# ---- design 1 ----
$ cat config.mk
export PLATFORM = sky130hd
export DESIGN_NAME = instr_cache
export DESIGN_NICKNAME = d
export VERILOG_FILES = /design/src/rtl/instr_cache_pkg.sv /design/src/rtl/instr_cache_store.sv /design/src/rtl/instr_cache.sv
export SDC_FILE = /design/constraint.sdc
export NUM_CORES = 2
export LEC_CHECK = 0
export ABC_AREA = 1
export CORE_MARGIN = 4
export CORE_UTILIZATION = 25
export CTS_BUF_LIST = sky130_fd_sc_hd__clkbuf_8
export CTS_CLUSTER_SIZE = 40
export DETAILED_ROUTE_END_ITERATION = 7
export HOLD_SLACK_MARGIN = 0.02
export MAX_ROUTING_LAYER = met4
export SLEW_MARGIN = 25
export SYNTH_ARGS = -nofsm -noshare
export SYNTH_HDL_FRONTEND = slang
export SYNTH_SLANG_ARGS = --single-unit
$ cat constraint.sdc
create_clock -name clk -period 9.9 [get_ports clk]
set_input_delay 1.98 -clock clk [delete_from_list [all_inputs] [get_ports clk]]
set_output_delay 1.98 -clock clk [all_outputs]
set_load 0.02 [all_outputs]
$ cat src/rtl/instr_cache_pkg.sv
// rtl/instr_cache_pkg.sv - shared types and width helpers for the instruction cache
//
// Purpose: FSM state encoding and the address-split width calculations used
// by both the cache controller and its storage arrays.
// Ports: none (package).

package instr_cache_pkg;

    typedef enum logic [1:0] {
        IDLE = 2'd0,
        REQ  = 2'd1,
        FILL = 2'd2
    } cache_state_t;

    // Word-offset bits (WOFF).
    function automatic int calc_woff(input int words_per_line);
        return $clog2(words_per_line);
    endfunction

    // Line-index bits (IDX).
    function automatic int calc_idx(input int num_lines);
        return $clog2(num_lines);
    endfunction

    // Tag bits (TAG_W): everything above index, word offset and byte offset.
    function automatic int calc_tag_w(input int address_width, input int num_lines,
                                      input int words_per_line);
        return address_width - $clog2(num_lines) - $clog2(words_per_line) - 2;
    endfunction

endpackage

$ cat src/rtl/instr_cache_store.sv
// rtl/instr_cache_store.sv - valid/tag/data arrays for the direct-mapped instruction cache
//
// Purpose: holds per-line valid bit, tag and words.
// Ports:
//   clk, rst_n            - clock, async active-low reset (clears valid bits only)
//   rd_idx, rd_woff       - combinational read port address
//   rd_valid, rd_tag      - valid bit and tag of line rd_idx
//   rd_word               - word rd_woff of line rd_idx
//   wr_en, wr_idx, wr_woff, wr_data - one-word data write
//   tag_we, wr_tag        - write tag of line wr_idx and set its valid bit
//   flush_all             - clear every valid bit (wins over tag_we)

module instr_cache_store
    import instr_cache_pkg::*;
#(
    parameter int DATA_WIDTH     = 32,
    parameter int NUM_LINES      = 16,
    parameter int WORDS_PER_LINE = 4,
    parameter int TAG_W          = 24
) (
    input  logic                                 clk,
    input  logic                                 rst_n,
    input  logic [calc_idx(NUM_LINES)-1:0]       rd_idx,
    input  logic [calc_woff(WORDS_PER_LINE)-1:0] rd_woff,
    output logic                                 rd_valid,
    output logic [TAG_W-1:0]                     rd_tag,
    output logic [DATA_WIDTH-1:0]                rd_word,
    input  logic                                 wr_en,
    input  logic [calc_idx(NUM_LINES)-1:0]       wr_idx,
    input  logic [calc_woff(WORDS_PER_LINE)-1:0] wr_woff,
    input  logic [DATA_WIDTH-1:0]                wr_data,
    input  logic                                 tag_we,
    input  logic [TAG_W-1:0]                     wr_tag,
    input  logic                                 flush_all
);

    localparam int IDX  = calc_idx(NUM_LINES);
    localparam int WOFF = calc_woff(WORDS_PER_LINE);

    logic [NUM_LINES-1:0]  valid;
    logic [TAG_W-1:0]      tags [NUM_LINES];
    logic [DATA_WIDTH-1:0] data [NUM_LINES*WORDS_PER_LINE];

    assign rd_valid = valid[rd_idx];
    assign rd_tag   = tags[rd_idx];
    assign rd_word  = data[{rd_idx, rd_woff}];

    // A flush in the same cycle as a tag write must also kill the line being
    // completed, so flush_all has priority.
    always_ff @(posedge clk or negedge rst_n) begin
        if (!rst_n) begin
            valid <= '0;
        end else if (flush_all) begin
            valid <= '0;
        end else if (tag_we) begin
            valid[wr_idx] <= 1'b1;
        end
    end

    // Tag and data arrays carry no reset; valid bits gate their use.
    always_ff @(posedge clk) begin
        if (tag_we) begin
            tags[wr_idx] <= wr_tag;
        end
        if (wr_en) begin
            data[{wr_idx, wr_woff}] <= wr_data;
        end
    end

endmodule

$ cat src/rtl/instr_cache.sv
// rtl/instr_cache.sv - direct-mapped read-only instruction cache with burst line refill
//
// Purpose: zero-latency hits from pc; a miss stalls fetch, issues one line
// request and accepts WORDS_PER_LINE ascending beats. flush invalidates all lines.
// Ports:
//   clk, rst_n                 - clock, async active-low reset
//   pc, fetch_en, flush        - fetch address/request, invalidate-all
//   instr, instr_valid, stall  - fetched word, hit indication, fetch stall
//   mem_req, mem_addr, mem_ack - refill request handshake (line-aligned address)
//   mem_rvalid, mem_rdata      - refill beats

module instr_cache
    import instr_cache_pkg::*;
#(
    parameter int ADDRESS_WIDTH  = 32,
    parameter int DATA_WIDTH     = 32,
    parameter int NUM_LINES      = 16,
    parameter int WORDS_PER_LINE = 4
) (
    input  logic                     clk,
    input  logic                     rst_n,
    input  logic [ADDRESS_WIDTH-1:0] pc,
    input  logic                     fetch_en,
    input  logic                     flush,
    output logic [DATA_WIDTH-1:0]    instr,
    output logic                     instr_valid,
    output logic                     stall,
    output logic                     mem_req,
    output logic [ADDRESS_WIDTH-1:0] mem_addr,
    input  logic                     mem_ack,
    input  logic                     mem_rvalid,
    input  logic [DATA_WIDTH-1:0]    mem_rdata
);

    localparam int WOFF  = calc_woff(WORDS_PER_LINE);
    localparam int IDX   = calc_idx(NUM_LINES);
    localparam int TAG_W = calc_tag_w(ADDRESS_WIDTH, NUM_LINES, WORDS_PER_LINE);
    localparam int LINE_W = TAG_W + IDX;

    cache_state_t      state;
    logic [WOFF-1:0]   beat;
    logic              flush_pend;
    logic [LINE_W-1:0] line_hi;    // captured {tag, index} of the line being refilled

    logic              rd_valid;
    logic [TAG_W-1:0]  rd_tag;
    logic [DATA_WIDTH-1:0] rd_word;
    logic              hit;
    logic              beat_we;
    logic              last_beat;
    logic              flush_all;

    // Byte offset never selects anything for 32-bit instruction fetch.
    logic unused_pc_bits;
    assign unused_pc_bits = &{1'b0, pc[1:0]};

    assign hit = (state == IDLE) && fetch_en && !flush && rd_valid
                 && (rd_tag == pc[ADDRESS_WIDTH-1 -: TAG_W]);

    assign instr       = rd_word;
    assign instr_valid = hit;
    assign stall       = fetch_en & ~hit;

    assign beat_we   = (state == FILL) && mem_rvalid;
    assign last_beat = (beat == WOFF'(WORDS_PER_LINE - 1));

    // A flush seen during the refill (pending, or in the final beat itself)
    // also invalidates the freshly completed line.
    assign flush_all = ((state == IDLE) && flush)
                       || (beat_we && last_beat && (flush_pend || flush));

    instr_cache_store #(
        .DATA_WIDTH     (DATA_WIDTH),
        .NUM_LINES      (NUM_LINES),
        .WORDS_PER_LINE (WORDS_PER_LINE),
        .TAG_W          (TAG_W)
    ) u_store (
        .clk       (clk),
        .rst_n     (rst_n),
        .rd_idx    (pc[WOFF+2 +: IDX]),
        .rd_woff   (pc[2 +: WOFF]),
        .rd_valid  (rd_valid),
        .rd_tag    (rd_tag),
        .rd_word   (rd_word),
        .wr_en     (beat_we),
        .wr_idx    (line_hi[0 +: IDX]),
        .wr_woff   (beat),
        .wr_data   (mem_rdata),
        .tag_we    (beat_we && last_beat),
        .wr_tag    (line_hi[IDX +: TAG_W]),
        .flush_all (flush_all)
    );

    always_ff @(posedge clk or negedge rst_n) begin
        if (!rst_n) begin
            state      <= IDLE;
            beat       <= '0;
            flush_pend <= 1'b0;
            line_hi    <= '0;
            mem_req    <= 1'b0;
            mem_addr   <= '0;
        end else begin
            case (state)
                IDLE: begin
                    if (fetch_en && !flush && !hit) begin
                        line_hi  <= pc[ADDRESS_WIDTH-1:WOFF+2];
                        mem_addr <= {pc[ADDRESS_WIDTH-1:WOFF+2], {(WOFF+2){1'b0}}};
                        mem_req  <= 1'b1;
                        state    <= REQ;
                    end
                end
                REQ: begin
                    if (flush) begin
                        flush_pend <= 1'b1;
                    end
                    // Beats are not accepted here, not even in the ack cycle.
                    if (mem_ack) begin
                        mem_req <= 1'b0;
                        beat    <= '0;
                        state   <= FILL;
                    end
                end
                FILL: begin
                    if (flush) begin
                        flush_pend <= 1'b1;
                    end
                    if (mem_rvalid) begin
                        beat <= beat + WOFF'(1);
                        if (last_beat) begin
                            flush_pend <= 1'b0;
                            state      <= IDLE;
                        end
                    end
                end
                default: begin
                    state <= IDLE;
                end
            endcase
        end
    end

endmodule

# ---- design 2 ----
<file path="config.mk">
export PLATFORM = sky130hd
export DESIGN_NAME = uart_sample_packer
export DESIGN_NICKNAME = d
export VERILOG_FILES = /design/src/rtl/uart_sample_packer.sv
export SDC_FILE = /design/constraint.sdc
export NUM_CORES = 1
export LEC_CHECK = 0
export CAP_MARGIN = 30
export CORE_MARGIN = 2
export CORE_UTILIZATION = 46
export CTS_BUF_LIST = sky130_fd_sc_hd__clkbuf_16
export DETAILED_ROUTE_END_ITERATION = 10
export HOLD_SLACK_MARGIN = 0.12
export PLACE_DENSITY_LB_ADDON = 0.25
export REMOVE_ABC_BUFFERS = 1
export SYNTH_ARGS = -nofsm -noshare
export SYNTH_HDL_FRONTEND = slang
export SYNTH_SLANG_ARGS = --single-unit
</file>
<file path="constraint.sdc">
create_clock -name clk -period 2.7 [get_ports clk]
set_clock_uncertainty 0.2 [all_clocks]
set_input_delay 0.405 -clock clk [delete_from_list [all_inputs] [get_ports clk]]
set_output_delay 0.405 -clock clk [all_outputs]
set_load 0.01 [all_outputs]
</file>
<file path="src/rtl/uart_sample_packer.sv">
// Buffers 16-bit samples in a small FIFO and streams each one to uart_tx as a framed byte sequence.
// Optional checksum byte appended to each frame when PACKER_CHECKSUM_EN is defined.
module uart_sample_packer #(
    parameter int         FIFO_DEPTH = 4,
    parameter logic [7:0] SYNC_BYTE  = 8'hA5
) (
    input  logic                          clk,
    input  logic                          rst_ni,
    input  logic [15:0]                   sample_i,
    input  logic                          sample_valid_i,
    input  logic                          tx_ready_i,
    output logic                          tx_send_o,
    output logic [7:0]                    tx_data_o,
    output logic                          busy_o,
    output logic                          overflow_o,
    output logic [$clog2(FIFO_DEPTH):0]   fifo_level_o
);

    localparam int AW = $clog2(FIFO_DEPTH);
    localparam int LW = AW + 1;
    localparam logic [LW-1:0] DEPTH_L = LW'(FIFO_DEPTH);

`ifdef PACKER_CHECKSUM_EN
    localparam logic [1:0] LAST_IDX = 2'd3;
`else
    localparam logic [1:0] LAST_IDX = 2'd2;
`endif

    typedef enum logic [2:0] {
        IDLE,
        LOAD,
        SEND,
        GUARD,
        WAIT
    } state_t;

    state_t          state_reg, state_next;
    logic [1:0]      idx_reg, idx_next;
    logic [15:0]     mem [FIFO_DEPTH];
    logic [AW-1:0]   wr_ptr_reg, rd_ptr_reg;
    logic [LW-1:0]   level_reg, level_next;
    logic [15:0]     hold_reg;
    logic            send_reg;
    logic [7:0]      data_reg;
    logic            ovf_reg;
    logic [7:0]      byte_sel;

    logic full, empty, pop, push, drop;

    assign full  = (level_reg == DEPTH_L);
    assign empty = (level_reg == '0);
    assign pop   = (state_reg == LOAD);
    // A full FIFO still takes a sample when the same edge frees a slot.
    assign push  = sample_valid_i && (!full || pop);
    assign drop  = sample_valid_i && full && !pop;

    always_comb begin
        level_next = level_reg;
        if (push && !pop) begin
            level_next = level_reg + LW'(1);
        end else if (!push && pop) begin
            level_next = level_reg - LW'(1);
        end
    end

    // Sample storage carries no reset so it maps onto RAM; validity lives in the pointers.
    always_ff @(posedge clk) begin
        if (push) begin
            mem[wr_ptr_reg] <= sample_i;
        end
    end

    always_comb begin
        byte_sel = SYNC_BYTE;
        case (idx_reg)
            2'd1:    byte_sel = hold_reg[15:8];
            2'd2:    byte_sel = hold_reg[7:0];
`ifdef PACKER_CHECKSUM_EN
            2'd3:    byte_sel = SYNC_BYTE ^ hold_reg[15:8] ^ hold_reg[7:0];
`endif
            default: byte_sel = SYNC_BYTE;
        endcase
    end

    always_comb begin
        state_next = state_reg;
        idx_next   = idx_reg;
        case (state_reg)
            IDLE: begin
                if (!empty && tx_ready_i) begin
                    state_next = LOAD;
                end
            end
            LOAD: begin
                idx_next   = 2'd0;
                state_next = SEND;
            end
            SEND: begin
                state_next = GUARD;
            end
            // uart_tx needs a cycle to drop ready after seeing send, so ready is not trusted here.
            GUARD: begin
                state_next = WAIT;
            end
            WAIT: begin
                if (tx_ready_i) begin
                    if (idx_reg == LAST_IDX) begin
                        state_next = IDLE;
                    end else begin
                        idx_next   = idx_reg + 2'd1;
                        state_next = SEND;
                    end
                end
            end
            default: begin
                state_next = IDLE;
            end
        endcase
    end

    always_ff @(posedge clk) begin
        if (!rst_ni) begin
            state_reg  <= IDLE;
            idx_reg    <= 2'd0;
            wr_ptr_reg <= '0;
            rd_ptr_reg <= '0;
            level_reg  <= '0;
            hold_reg   <= 16'h0000;
            send_reg   <= 1'b0;
            data_reg   <= 8'h00;
            ovf_reg    <= 1'b0;
        end else begin
            state_reg <= state_next;
            idx_reg   <= idx_next;
            level_reg <= level_next;
            if (push) begin
                wr_ptr_reg <= wr_ptr_reg + AW'(1);
            end
            if (pop) begin
                rd_ptr_reg <= rd_ptr_reg + AW'(1);
                hold_reg   <= mem[rd_ptr_reg];
            end
            send_reg <= (state_reg == SEND);
            if (state_reg == SEND) begin
                data_reg <= byte_sel;
            end
            if (drop) begin
                ovf_reg <= 1'b1;
            end
        end
    end

    assign tx_send_o    = send_reg;
    assign tx_data_o    = data_reg;
    assign busy_o       = (state_reg != IDLE);
    assign overflow_o   = ovf_reg;
    assign fifo_level_o = level_reg;

    a_send_gap: assert property (@(posedge clk) disable iff (!rst_ni) send_reg |=> !send_reg);
    a_level_max: assert property (@(posedge clk) disable iff (!rst_ni) level_reg <= DEPTH_L);

endmodule

</file>
# ---- design 3 ----
===== src/rtl/sched_pkg.sv =====
// Shared types and constants for the round-robin process scheduler.
// Imported by the scheduler top and its quantum timer.
package sched_pkg;

  typedef enum logic [1:0] {
    OS_RUN,
    LOAD,
    PROC_RUN,
    SAVE
  } state_t;

  localparam int ADDR_W_DEF = 10;
  localparam int CNT_W      = 10;

  function automatic int pid_w(input int n);
    return (n <= 1) ? 1 : $clog2(n);
  endfunction

endpackage


===== src/rtl/proc_scheduler_if.sv =====
// OS-side and PC-side signal bundle of the process scheduler.
// master drives requests and the PC readback; slave is the scheduler.
interface proc_scheduler_if #(
  parameter int ADDR_W = 10,
  parameter int PID_W  = 2
);

  logic              hlt;
  logic              tbl_we;
  logic [PID_W-1:0]  tbl_pid;
  logic [ADDR_W-1:0] tbl_pc;
  logic              exec;
  logic [PID_W-1:0]  exec_pid;
  logic              proc_exit;
  logic [ADDR_W-1:0] only_proc_pc;
  logic              proc_num;
  logic              change_proc_pc;
  logic [ADDR_W-1:0] stored_pc;
  logic [PID_W-1:0]  cur_pid;
  logic              preempted;
  logic              exited;
  logic              exec_err;

  modport master (
    output hlt, tbl_we, tbl_pid, tbl_pc,
    output exec, exec_pid, proc_exit,
    output only_proc_pc,
    input  proc_num, change_proc_pc,
    input  stored_pc, cur_pid,
    input  preempted, exited, exec_err
  );

  modport slave (
    input  hlt, tbl_we, tbl_pid, tbl_pc,
    input  exec, exec_pid, proc_exit,
    input  only_proc_pc,
    output proc_num, change_proc_pc,
    output stored_pc, cur_pid,
    output preempted, exited, exec_err
  );

endinterface


===== src/rtl/quantum_timer.sv =====
// Counts non-halted process cycles of one slice.
// Holds at QUANTUM-1 so the count can never wrap.
module quantum_timer
  import sched_pkg::*;
#(
  parameter int QUANTUM = 64
) (
  input  logic clk,
  input  logic reset,
  input  logic clear,
  input  logic enable,
  output logic expire
);

  logic [CNT_W-1:0] count;

  assign expire = enable && (count == CNT_W'(QUANTUM - 1));

  // count run cycles; cleared while the process PC is loaded
  always_ff @(posedge clk) begin
    if (reset || clear) begin
      count <= '0;
    end else if (enable && !expire) begin
      count <= count + 1'b1;
    end
  end

endmodule


===== src/rtl/proc_scheduler.sv =====
// Round-robin scheduler feeding the PC block's process-PC controls.
// Loads a saved PC, runs one slice, then saves the PC or retires.
module proc_scheduler
  import sched_pkg::*;
#(
  parameter int ADDR_W  = ADDR_W_DEF,
  parameter int NPROC   = 4,
  parameter int QUANTUM = 64
) (
  input  logic clk,
  input  logic reset,
  input  logic bios_reset,
  proc_scheduler_if.slave bus
);

  localparam int PID_W = pid_w(NPROC);

  state_t            state;
  state_t            state_nx;
  logic              rst;
  logic [ADDR_W-1:0] tbl [NPROC];
  logic [NPROC-1:0]  vld;
  logic [PID_W-1:0]  pid;
  logic [ADDR_W-1:0] spc;
  logic              exit_q;
  logic              pre_q;
  logic              ext_q;
  logic              err_q;
  logic              take;
  logic              deny;
  logic              expire;
  logic              in_save;

  assign rst     = reset || bios_reset;
  assign in_save = (state == SAVE);

  quantum_timer #(
    .QUANTUM(QUANTUM)
  ) u_timer (
    .clk   (clk),
    .reset (rst),
    .clear (state == LOAD),
    .enable(state == PROC_RUN && !bus.hlt),
    .expire(expire)
  );

  // state register
  always_ff @(posedge clk) begin
    if (rst) begin
      state <= OS_RUN;
    end else begin
      state <= state_nx;
    end
  end

  // next state and exec acceptance
  always_comb begin
    state_nx = state;
    take     = 1'b0;
    deny     = 1'b0;
    unique case (state)
      OS_RUN: begin
        if (bus.exec) begin
          if (vld[bus.exec_pid]) begin
            take     = 1'b1;
            state_nx = LOAD;
          end else begin
            deny = 1'b1;
          end
        end
      end
      LOAD: state_nx = PROC_RUN;
      PROC_RUN: begin
        if (bus.proc_exit || expire) begin
          state_nx = SAVE;
        end
      end
      SAVE: state_nx = OS_RUN;
      default: state_nx = OS_RUN;
    endcase
  end

  // selected process, load PC, exit flag and result pulses
  always_ff @(posedge clk) begin
    if (rst) begin
      pid    <= '0;
      spc    <= '0;
      exit_q <= 1'b0;
      pre_q  <= 1'b0;
      ext_q  <= 1'b0;
      err_q  <= 1'b0;
    end else begin
      err_q <= deny;
      pre_q <= in_save && !exit_q;
      ext_q <= in_save && exit_q;
      if (take) begin
        pid <= bus.exec_pid;
        spc <= tbl[bus.exec_pid];
      end
      if (state == PROC_RUN) begin
        exit_q <= bus.proc_exit;
      end
    end
  end

  // PC table write port; the slice save beats an OS write to the same entry
  always_ff @(posedge clk) begin
    if (rst) begin
      vld <= '0;
    end else begin
      for (int i = 0; i < NPROC; i++) begin
        if (in_save && pid == PID_W'(i)) begin
          if (exit_q) begin
            vld[i] <= 1'b0;
          end else begin
            tbl[i] <= bus.only_proc_pc;
          end
        end else if (bus.tbl_we && bus.tbl_pid == PID_W'(i)) begin
          tbl[i] <= bus.tbl_pc;
          vld[i] <= 1'b1;
        end
      end
    end
  end

  assign bus.proc_num       = (state == PROC_RUN);
  assign bus.change_proc_pc = (state == LOAD);
  assign bus.stored_pc      = spc;
  assign bus.cur_pid        = pid;
  assign bus.preempted      = pre_q;
  assign bus.exited         = ext_q;
  assign bus.exec_err       = err_q;

endmodule


===== src/flat_wrapper.sv =====
// flat-port wrapper written by rule: the top's interface ports become plain ports
module proc_scheduler_flat import sched_pkg::*;
#(
  parameter int ADDR_W  = ADDR_W_DEF,
  parameter int NPROC   = 4,
  parameter int QUANTUM = 64
)
  (clk, reset, bios_reset, bus_hlt, bus_tbl_we, bus_tbl_pid, bus_tbl_pc, bus_exec, bus_exec_pid, bus_proc_exit, bus_only_proc_pc, bus_proc_num, bus_change_proc_pc, bus_stored_pc, bus_cur_pid, bus_preempted, bus_exited, bus_exec_err);
  proc_scheduler_if #(.ADDR_W(ADDR_W), .PID_W(2)) bus_i ();
  input  logic clk;
  input  logic reset;
  input  logic bios_reset;
  input wire logic [$bits(bus_i.hlt)-1:0] bus_hlt;
  input wire logic [$bits(bus_i.tbl_we)-1:0] bus_tbl_we;
  input wire logic [$bits(bus_i.tbl_pid)-1:0] bus_tbl_pid;
  input wire logic [$bits(bus_i.tbl_pc)-1:0] bus_tbl_pc;
  input wire logic [$bits(bus_i.exec)-1:0] bus_exec;
  input wire logic [$bits(bus_i.exec_pid)-1:0] bus_exec_pid;
  input wire logic [$bits(bus_i.proc_exit)-1:0] bus_proc_exit;
  input wire logic [$bits(bus_i.only_proc_pc)-1:0] bus_only_proc_pc;
  output wire logic [$bits(bus_i.proc_num)-1:0] bus_proc_num;
  output wire logic [$bits(bus_i.change_proc_pc)-1:0] bus_change_proc_pc;
  output wire logic [$bits(bus_i.stored_pc)-1:0] bus_stored_pc;
  output wire logic [$bits(bus_i.cur_pid)-1:0] bus_cur_pid;
  output wire logic [$bits(bus_i.preempted)-1:0] bus_preempted;
  output wire logic [$bits(bus_i.exited)-1:0] bus_exited;
  output wire logic [$bits(bus_i.exec_err)-1:0] bus_exec_err;
  assign bus_i.hlt = bus_hlt;
  assign bus_i.tbl_we = bus_tbl_we;
  assign bus_i.tbl_pid = bus_tbl_pid;
  assign bus_i.tbl_pc = bus_tbl_pc;
  assign bus_i.exec = bus_exec;
  assign bus_i.exec_pid = bus_exec_pid;
  assign bus_i.proc_exit = bus_proc_exit;
  assign bus_i.only_proc_pc = bus_only_proc_pc;
  assign bus_proc_num = bus_i.proc_num;
  assign bus_change_proc_pc = bus_i.change_proc_pc;
  assign bus_stored_pc = bus_i.stored_pc;
  assign bus_cur_pid = bus_i.cur_pid;
  assign bus_preempted = bus_i.preempted;
  assign bus_exited = bus_i.exited;
  assign bus_exec_err = bus_i.exec_err;
  proc_scheduler #(.ADDR_W(ADDR_W), .NPROC(NPROC), .QUANTUM(QUANTUM)) u_core (.clk(clk), .reset(reset), .bios_reset(bios_reset), .bus(bus_i));
endmodule

===== config.mk =====
export PLATFORM = sky130hd
export DESIGN_NAME = proc_scheduler_flat
export DESIGN_NICKNAME = d
export VERILOG_FILES = /design/src/rtl/sched_pkg.sv /design/src/rtl/proc_scheduler_if.sv /design/src/rtl/quantum_timer.sv /design/src/rtl/proc_scheduler.sv /design/src/flat_wrapper.sv
export SDC_FILE = /design/constraint.sdc
export NUM_CORES = 1
export LEC_CHECK = 0
export ABC_CLOCK_PERIOD_IN_PS = 2100
export CORE_UTILIZATION = 43
export CTS_BUF_LIST = sky130_fd_sc_hd__clkbuf_8 sky130_fd_sc_hd__clkbuf_16
export CTS_CLUSTER_DIAMETER = 150
export CTS_CLUSTER_SIZE = 12
export DETAILED_ROUTE_END_ITERATION = 8
export MAX_ROUTING_LAYER = met4
export PLACE_DENSITY = 0.68
export SYNTH_ARGS = -nofsm -noshare
export SYNTH_HDL_FRONTEND = slang
export SYNTH_SLANG_ARGS = --single-unit

===== constraint.sdc =====
create_clock -name clk -period 2.1 [get_ports clk]
set_clock_uncertainty 0.15 [all_clocks]
set_input_delay 0.21 -clock clk [delete_from_list [all_inputs] [get_ports clk]]
set_output_delay 0.21 -clock clk [all_outputs]
set_load 0.03 [all_outputs]

# ---- design 4 ----
[src/rtl/mux_scan_reg.sv]
// mux_scan_reg: registered N-way bus multiplexer with an autonomous scan mode.
// Direct mode registers channel[sel] each enabled cycle. Scan mode steps
// channels 0..scanLast once, emitting one tagged sample per enabled cycle.
module mux_scan_reg #(
   parameter int                WIDTH       = 1,
   parameter int                SEL_BITS    = 3,
   parameter logic [WIDTH-1:0]  RESET_VALUE = '0
) (
   input  logic                         clock,
   input  logic                         reset,
   input  logic                         clockEnable,
   input  logic [(2**SEL_BITS)*WIDTH-1:0] muxIn,
   input  logic [SEL_BITS-1:0]          sel,
   input  logic                         mode,
   input  logic                         scanStart,
   input  logic [SEL_BITS-1:0]          scanLast,
   output logic [WIDTH-1:0]             muxOut,
   output logic [SEL_BITS-1:0]          outSel,
   output logic                         outValid,
   output logic                         scanBusy,
   output logic                         scanDone
);

   typedef enum logic {
      ST_IDLE = 1'b0,
      ST_SCAN = 1'b1
   } state_t;

   state_t               state_q,     state_d;
   logic [SEL_BITS-1:0]  ptr_q,       ptr_d;
   logic [SEL_BITS-1:0]  last_q,      last_d;
   logic [WIDTH-1:0]     mux_out_q,   mux_out_d;
   logic [SEL_BITS-1:0]  out_sel_q,   out_sel_d;
   logic                 out_valid_q, out_valid_d;
   logic                 scan_done_q, scan_done_d;

   // Next-state and capture logic for both the direct path and the scan FSM.
   always_comb begin
      // NOTE: every signal assigned here gets a default first, so no path
      // through the case/if tree can leave it unassigned and infer a latch.
      state_d     = state_q;
      ptr_d       = ptr_q;
      last_d      = last_q;
      mux_out_d   = mux_out_q;
      out_sel_d   = out_sel_q;
      out_valid_d = 1'b0;
      scan_done_d = 1'b0;

      if (clockEnable) begin
         unique case (state_q)
            ST_IDLE: begin
               if (!mode) begin
                  // Direct capture; scanStart has no meaning here.
                  mux_out_d   = muxIn[int'(sel)*WIDTH +: WIDTH];
                  out_sel_d   = sel;
                  out_valid_d = 1'b1;
               end else if (scanStart) begin
                  // Start cycle: latch the end channel, no sample yet.
                  last_d  = scanLast;
                  ptr_d   = '0;
                  state_d = ST_SCAN;
               end
            end
            ST_SCAN: begin
               mux_out_d   = muxIn[int'(ptr_q)*WIDTH +: WIDTH];
               out_sel_d   = ptr_q;
               out_valid_d = 1'b1;
               if (ptr_q == last_q) begin
                  // Last sample: compare before increment so the all-ones
                  // index terminates without the pointer ever wrapping.
                  scan_done_d = 1'b1;
                  ptr_d       = '0;
                  state_d     = ST_IDLE;
               end else begin
                  ptr_d = ptr_q + 1'b1;
               end
            end
            default: state_d = ST_IDLE;
         endcase
      end
   end

   // State and output registers with synchronous reset overriding clockEnable.
   always_ff @(posedge clock) begin
      // NOTE: sequential state uses non-blocking assignments so every register
      // samples the pre-edge values regardless of statement order.
      if (reset) begin
         state_q     <= ST_IDLE;
         ptr_q       <= '0;
         last_q      <= '0;
         mux_out_q   <= RESET_VALUE;
         out_sel_q   <= '0;
         out_valid_q <= 1'b0;
         scan_done_q <= 1'b0;
      end else begin
         state_q     <= state_d;
         ptr_q       <= ptr_d;
         last_q      <= last_d;
         mux_out_q   <= mux_out_d;
         out_sel_q   <= out_sel_d;
         out_valid_q <= out_valid_d;
         scan_done_q <= scan_done_d;
      end
   end

   // All outputs come straight from registers; busy is the decoded FSM state.
   assign muxOut   = mux_out_q;
   assign outSel   = out_sel_q;
   assign outValid = out_valid_q;
   assign scanBusy = (state_q == ST_SCAN);
   assign scanDone = scan_done_q;

endmodule

[config.mk]
export PLATFORM = sky130hd
export DESIGN_NAME = mux_scan_reg
export DESIGN_NICKNAME = d
export VERILOG_FILES = /design/src/rtl/mux_scan_reg.sv
export SDC_FILE = /design/constraint.sdc
export NUM_CORES = 1
export LEC_CHECK = 0
export CORE_MARGIN = 1
export CORE_UTILIZATION = 37
export DETAILED_ROUTE_END_ITERATION = 8
export GPL_TIMING_DRIVEN = 0
export HOLD_SLACK_MARGIN = 0.1
export PLACE_DENSITY_LB_ADDON = 0.05
export SLEW_MARGIN = 5
export SYNTH_ARGS = -nofsm -noshare
export SYNTH_HDL_FRONTEND = slang
export SYNTH_SLANG_ARGS = --single-unit
[constraint.sdc]
create_clock -name clock -period 1.4 [get_ports clock]
set_input_delay 0.28 -clock clock [delete_from_list [all_inputs] [get_ports clock]]
set_output_delay 0.28 -clock clock [all_outputs]
set_load 0.05 [all_outputs]
==> design_1/final_congestion.png <==
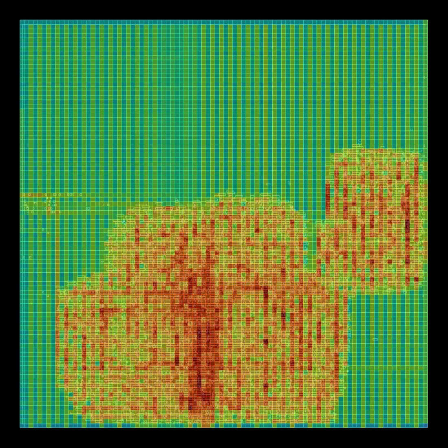
GRT Total Usage: 0.1434
wire length per cell: 21.91 um

==> impl_metrics.py, design 1 <==
# Metrics from the implementation run
metrics = {
    "synth": {
        "most_common_cell": "edfxtp_1",
        "ys_types": 28,
        "yosys.stat.seqShare": 0.7559,
        "synthAdderAreaFrac": 0.0005093,
    },
    "placed_design": {
        "placed_area_um2": 106400,
    },
    "critical_path": {
        "critPathRequiredTime_ps": 7920,
        "r2r_end": "u_store.data[49][20]",
        "worstPathMaxFanout": 118,
    },
    "die": {
        "die_y_um": 634.9,
        "io_pins": 137,
        "row_count": 229,
    },
    "global_routing": {
        "grt_pass1_vias": 60580,
        "grt_max_degree": 139,
    },
    "drt": {
        "drtPass1Iterations": 6,
        "routedLengthMet1_mm": 123.8,
        "top_layer": "met4",
    },
    "clock_tree": {
        "cts.path.max_buffers": 4,
        "post_cts_buffers": 0,
        "clock-sinks": 2482,
    },
    "min_path": {
        "holdPathStages": 2,
        "holdPathEnd": "state[0]",
    },
    "power_and_ir_drop": {
        "leakage_nw": 36.76,
    },
    "sta": {
        "fin_crit_ps": 8263,
        "timing.final.crit_share": 0.8346,
        "max_freq_mhz": 121.0,
    },
    "final_layout": {
        "fin_cells": 13460,
    },
    "outcome": {
        "status": "finished, final reports clean",
    },
}
==> design 1: area by class of cell <==
class / count / area [um^2]
fillers: 39500 / 277000
clock buffers: 396 / 5450
multi-input cells: 4534 / 21620
clock inverters: 276 / 1266
diodes: 16 / 40.04
well taps: 5197 / 6502
flip-flops and latches: 2482 / 74280
repair buffers: 353 / 3234
inverters: 204 / 800.8
==> design 1: state kept, by name, indices dropped and copies added (netlist names) <==
| signal | flops |
|---|---|
| u_store.data | 2048 |
| flush_pend | 1 |
| mem_req | 1 |
| beat | 2 |
| u_store.valid | 16 |
| line_hi | 28 |
| u_store.tags | 384 |
| state | 2 |
==> design 1: report_power, final <==
| group | internal [W] | leakage [nW] | total [W] | switching [W] |
|---|---|---|---|---|
| clock | 0.00376 | 3.96 | 0.00776 | 0.00400 |
| combinational | 0.000515 | 10.3 | 0.00192 | 0.00140 |
| sequential | 0.0119 | 22.5 | 0.0122 | 0.000281 |
==> design 1: critical path, stage by stage <==
cell and delay [ps]:
buf_8 280, inv_8 730, buf_4 440, o21ai_0 120, o22ai_1 230, o21ai_0 130
o22ai_1 730, nor2_1 90, o22ai_1 670, clkdlybuf4s50_1 750
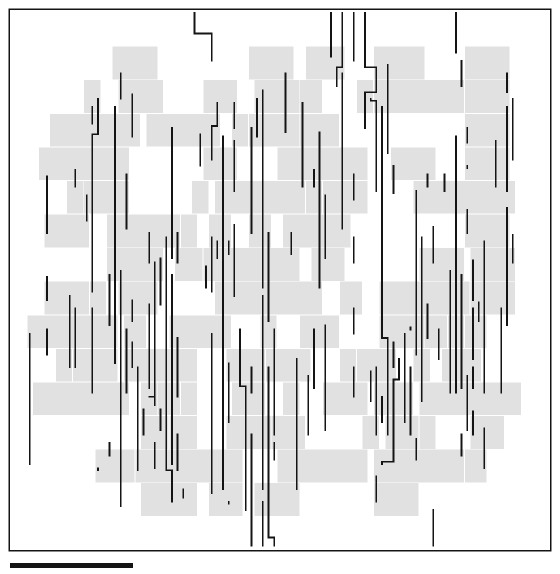
(design_4/met2.png)
The bar under the picture is 10 um long. Cells faint in the background.
main direction	vertical
wire length on this layer	750 um
longest straight run	28.6 um
share of all routed wire	50%
nets with wire on the layer	101
Via Count: 587
grt met2 use: 0.2836

==> impl_metrics.py, design 4 <==
# Metrics from the implementation run
metrics = {
    "synth": {
        "ys_sh_mux": 0.1883,
        "ys_types": 30,
        "ys.flop_type": "dfxtp_1",
        "synthAdderAreaFrac": 0.01942,
    },
    "drt": {
        "remaining_drc_errors": 3,
        "routedLengthMet1_um": 621,
        "drt_iter0_drc": 10,
        "wl_mm": 1.514,
    },
    "sta": {
        "fin_crit_ps": 1498,
        "fin_skew_ps": 2.791,
        "timing.final.ws_setup_ps": -98.02,
        "setup_violations": 2,
        "tightest_slew_ps": 492.5,
    },
    "final_layout": {
        "sh_seq_area": 0.2784,
        "seq_cell_count": 13,
        "largest_class": "logic gates",
    },
    "power_and_ir_drop": {
        "p_per_area_nw_per_um2": 840.5,
        "p_seq_w": 0.000388,
    },
    "clock_tree": {
        "clock-sinks": 13,
    },
    "outcome": {
        "status": "complete, but fails checks",
        "violations": "DRC, setup timing",
    },
    "critical_path": {
        "ff2ff_path_depth": 5,
        "critPathRequiredTime_ps": 1560,
    },
}
-- design 4: worst min-delay path: stages --
cell	delay, ps
buf_4	130
o21ai_2	110
nor2_1	90
-- design 4: worst paths after layout --
path / start / end
worst max-delay path: scanBusy / muxOut
worst min-delay path: clockEnable / outValid
worst max register to register: scanBusy / muxOut
worst min register to register: outSel[2] / outSel[2]
-- design 4: per-stage QoR --
stage,instances,hold WS (ps),worst slack [ps]
finish,111,366.8,-98.02
global route,111,399.2,-157.8
CTS,110,369.2,-113.1
detailed placement,106,443.4,-449.3
global placement,106,446.2,-434.2
floorplan,66,349.4,-174.4
-- design 4: cell usage in the layout (no fill, tap or decap), types with 2 or more instances in the layout --
cell type,count
dfxtp_1,9
nand2_1,6
dfxtp_4,2
mux4_2,2
buf_4,2
a21oi_1,3
nor2_1,8
o21ai_2,2
clkbuf_1,2
nand3_1,2
dfxtp_2,2
xor2_2,3
clkbuf_4,3
clkdlybuf4s15_1,2
dlygate4sd2_1,2
clkdlybuf4s50_1,16
inv_1,2
clkbuf_2,3
or3_1,2
mux2i_1,5
-- design 4: sequential cells by signal, summed over array words and instances, names as in the netlist --
register and count:
last_q 3, muxOut 1, outSel 3, outValid 1
ptr_q 3, scanBusy 1, scanDone 1
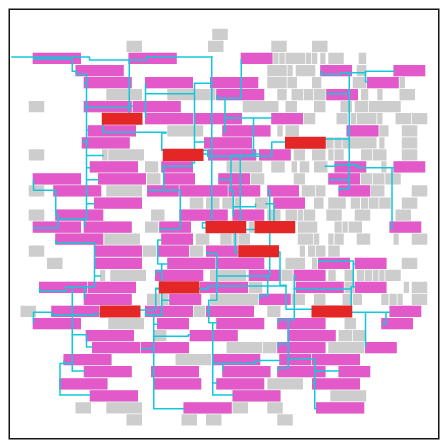
(design_2/clock_map.png)
[red] cells driving clock nets | count: 9
[magenta] flip-flops | count: 102
[cyan] clock wires | length: 1,020 um
flops lie	spread over the die
routed clock nets	10
clock power share: 0.303
clock-net power: 0.00133 W
Insertion Delay late pin: 330 ps

==> impl_metrics.py, design 2 <==
# Metrics from the implementation run
metrics = {
    "outcome": {
        "status": "finished, final reports clean",
    },
    "global_routing": {
        "grt_pass1_vias": 2113,
        "grt_max_degree": 19,
    },
    "synth": {
        "ys_ff": 102,
        "postSynthCellCount": 248,
        "synth_area_um2": 3946,
    },
    "critical_path": {
        "ff2ff_path_depth": 8,
        "r2r_start": "state_reg[2]",
        "crit_buf_inv": 1,
        "path_cells": "or3b_1 -> a31oi_4 -> ha_1 -> inv_1 -> fa_1 -> xor2_1 -> or3_1 -> a21oi_1",
        "cp-startpoint": "state_reg[2]",
    },
    "sta": {
        "timing.final.ws_setup_ps": 247.2,
        "hold_violations": 0,
    },
    "final_layout": {
        "syn2layout_area_growth_pct": 19.56,
        "mostFrequentLayoutCell": "edfxtp_1",
        "design_area_um2": 4718,
    },
    "clock_tree": {
        "tritoncts": "yes",
        "h-tree-depth": 3,
        "clkTransAtPathRegs_ps": 70,
        "root_buffer": "clkbuf_16",
    },
    "die": {
        "io_pins": 34,
        "die_y_um": 96.62,
    },
    "min_path": {
        "hp-class": "reg -> reg",
    },
    "drt": {
        "num_vias": 2171,
    },
    "placed_design": {
        "portBuffers": 33,
        "gp_congestion": 0.8047,
    },
}
==> design 2: where the power goes <==
| group | switching [W] | leakage [nW] | internal (W) |
|---|---|---|---|
| clock | 0.000523 | 0.161 | 0.000809 |
| sequential | 0.000118 | 0.896 | 0.00190 |
| combinational | 0.000499 | 0.554 | 0.000536 |
==> design 2: final cells by class <==
type	instances	area [um^2]
Clock buffer	9	225.2
Clock inverter	7	90.09
Fill cell	665	3540
Inverter	8	30.03
Multi-Input combinational cell	121	1131
Sequential cell	102	2683
Tap cell	105	131.4
Timing Repair Buffer	46	427.9
==> design 2: kinds of logic (layout without fill, tap and decap cells) <==
logic type | count (synthesis) | after routing | synth area share
muxes | 19 | 19 | 0.09892
AOI/OAI and AO/OA | 45 | 45 | 0.08846
DFF | 102 | 102 | 0.6798
and+or+nand+nor | 45 | 45 | 0.06310
buffers and inverters | 25 | 70 | 0.03361
adders and majority gates | 8 | 8 | 0.02727
xor gates and xnor gates | 4 | 4 | 0.008879
==> design 2: metal layers <==
layer / GRT usage / vias to the layer above / routed length (um)
met5: 0 / - / 0
met4: 0.03900 / 0 / 53
met3: 0.04552 / 4 / 345
met2: 0.2484 / 53 / 3239
met1: 0.1973 / 1077 / 2910
li1: - / 1037 / -
==> design_3/cell_classes.png <==
The bar under the picture is 20 um long.
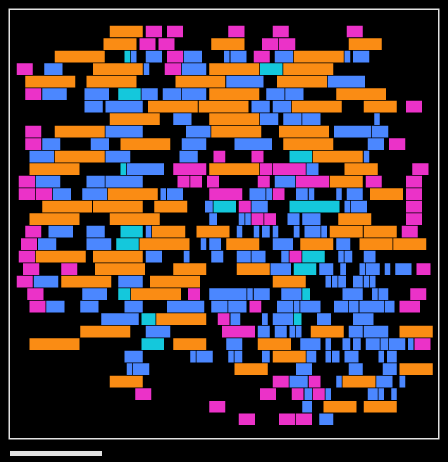
color	class	cells	share of their area
orange	flip-flops	72	42%
cyan	clock drivers and dummy loads	16	4.3%
blue	all other logic	178	37%
magenta	other buffers and delay cells	70	16%

==> impl_metrics.py, design 3 <==
# Metrics from the implementation run
metrics = {
    "min_path": {
        "hp-start": "u_core.bus.stored_pc[3]",
        "hp-class": "reg -> reg",
    },
    "sta": {
        "tns_ps": 0,
        "setup_violations": 0,
        "timing.final.ws_setup_ps": 108.0,
    },
    "power_and_ir_drop": {
        "total_power_w": 0.002825,
        "clockPowerShare": 0.374,
        "p_int_w": 0.002196,
    },
    "outcome": {
        "status": "finished, final reports clean",
    },
    "final_layout": {
        "design_area_um2": 4501,
        "mostFrequentLayoutCells": "45 x clkdlybuf4s50_1, 40 x edfxtp_1, 32 x dfxtp_1, 28 x nor2_1, 18 x buf_4",
        "syn2layout_area_growth_pct": 26.17,
        "antenna_cells": 0,
    },
    "critical_path": {
        "critPathRequiredTime_ps": 2040,
    },
    "synth": {
        "yosys-top-cells-area": "edfxtp_1 34%, dfxtp_1 18%, mux4_2 6.9%",
        "synth_top_cell_by_area": "edfxtp_1",
    },
    "clock_tree": {
        "tritoncts.num_buffers": 9,
    },
    "drt": {
        "top_layer": "met4",
    },
}
## design 3: kinds of logic after synthesis
family	synth area share
adder cells (fa/ha/maj)	0.01754
buffers and inverters	0.03122
multiplexers	0.2575
AND/OR/NAND/NOR	0.08839
flip-flops	0.5163
AND-OR/OR-AND	0.08172
XOR/XNOR	0.007367
## design 3: worst max-delay path, cell delays in order (launching register included)
cell	delay, ps
dfxtp_1	350
ha_1	300
a311o_1	470
buf_12	190
mux2_4	290
## design 3: worst max path at each step
stage | endpoint | slack (ps) | startpoint | depth (start not counted)
4_1_cts | bus_change_proc_pc | 40 | u_core.state[1] | 3
6_report | u_core.tbl[3][2] | 110 | u_core.state[1] | 4
3_3_place_gp | u_core.tbl[1][3] | -90 | bios_reset | 6
3_5_place_dp | u_core.tbl[2][2] | -140 | bios_reset | 6
2_1_floorplan | u_core.tbl[1][0] | -20 | u_core.state[0] | 5
5_1_grt | u_core.tbl[3][9] | 50 | u_core.state[1] | 4
## design 3: cell type report
type                    instances  area [um^2]
clock buffers                   9        123.9
clock inverters                 7        63.81
fillers                       647         3387
inverters                       6        22.52
multi-input cells             172         1614
flip-flops and latches         72         1842
well taps                     102        127.6
repair buffers                 70        706.9


==> layout pictures side by side <==
Placement by cell class.
Plate I
The bar under the picture is 200 um long.
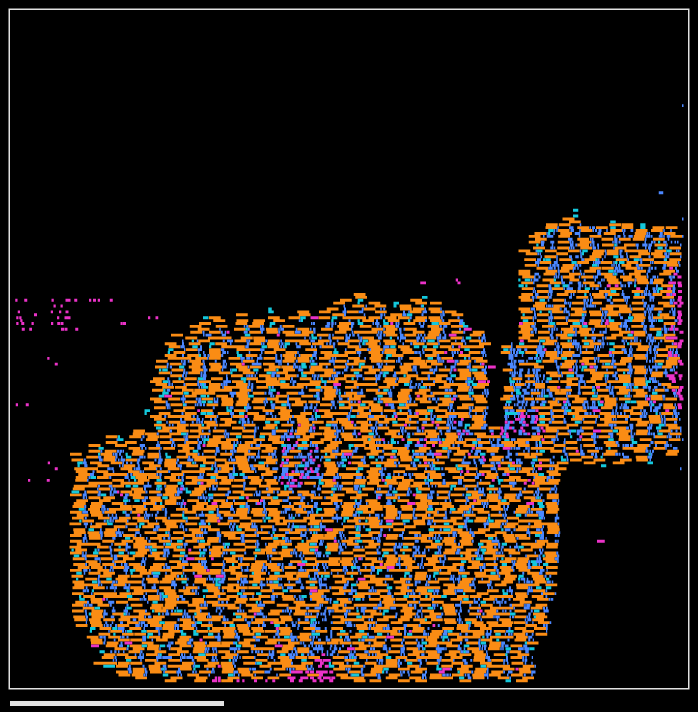
Plate II
The bar under the picture is 20 um long.
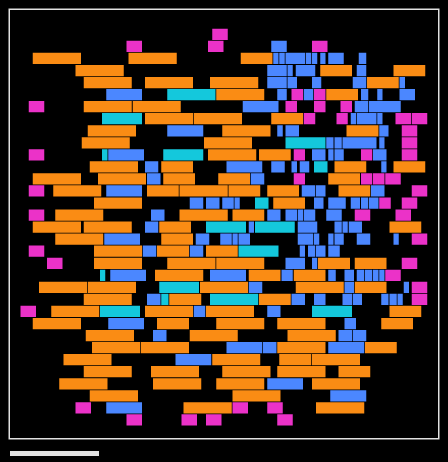
Plate III
The bar under the picture is 10 um long.
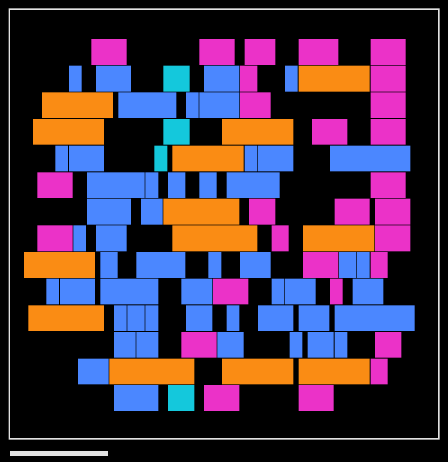
- fewest sequential cells: Plate III
- largest die: Plate I
design 2 -> Plate II
design 4 -> Plate III
design 1 -> Plate I

No activity file was given, so power comes from the tool's default toggle rates.
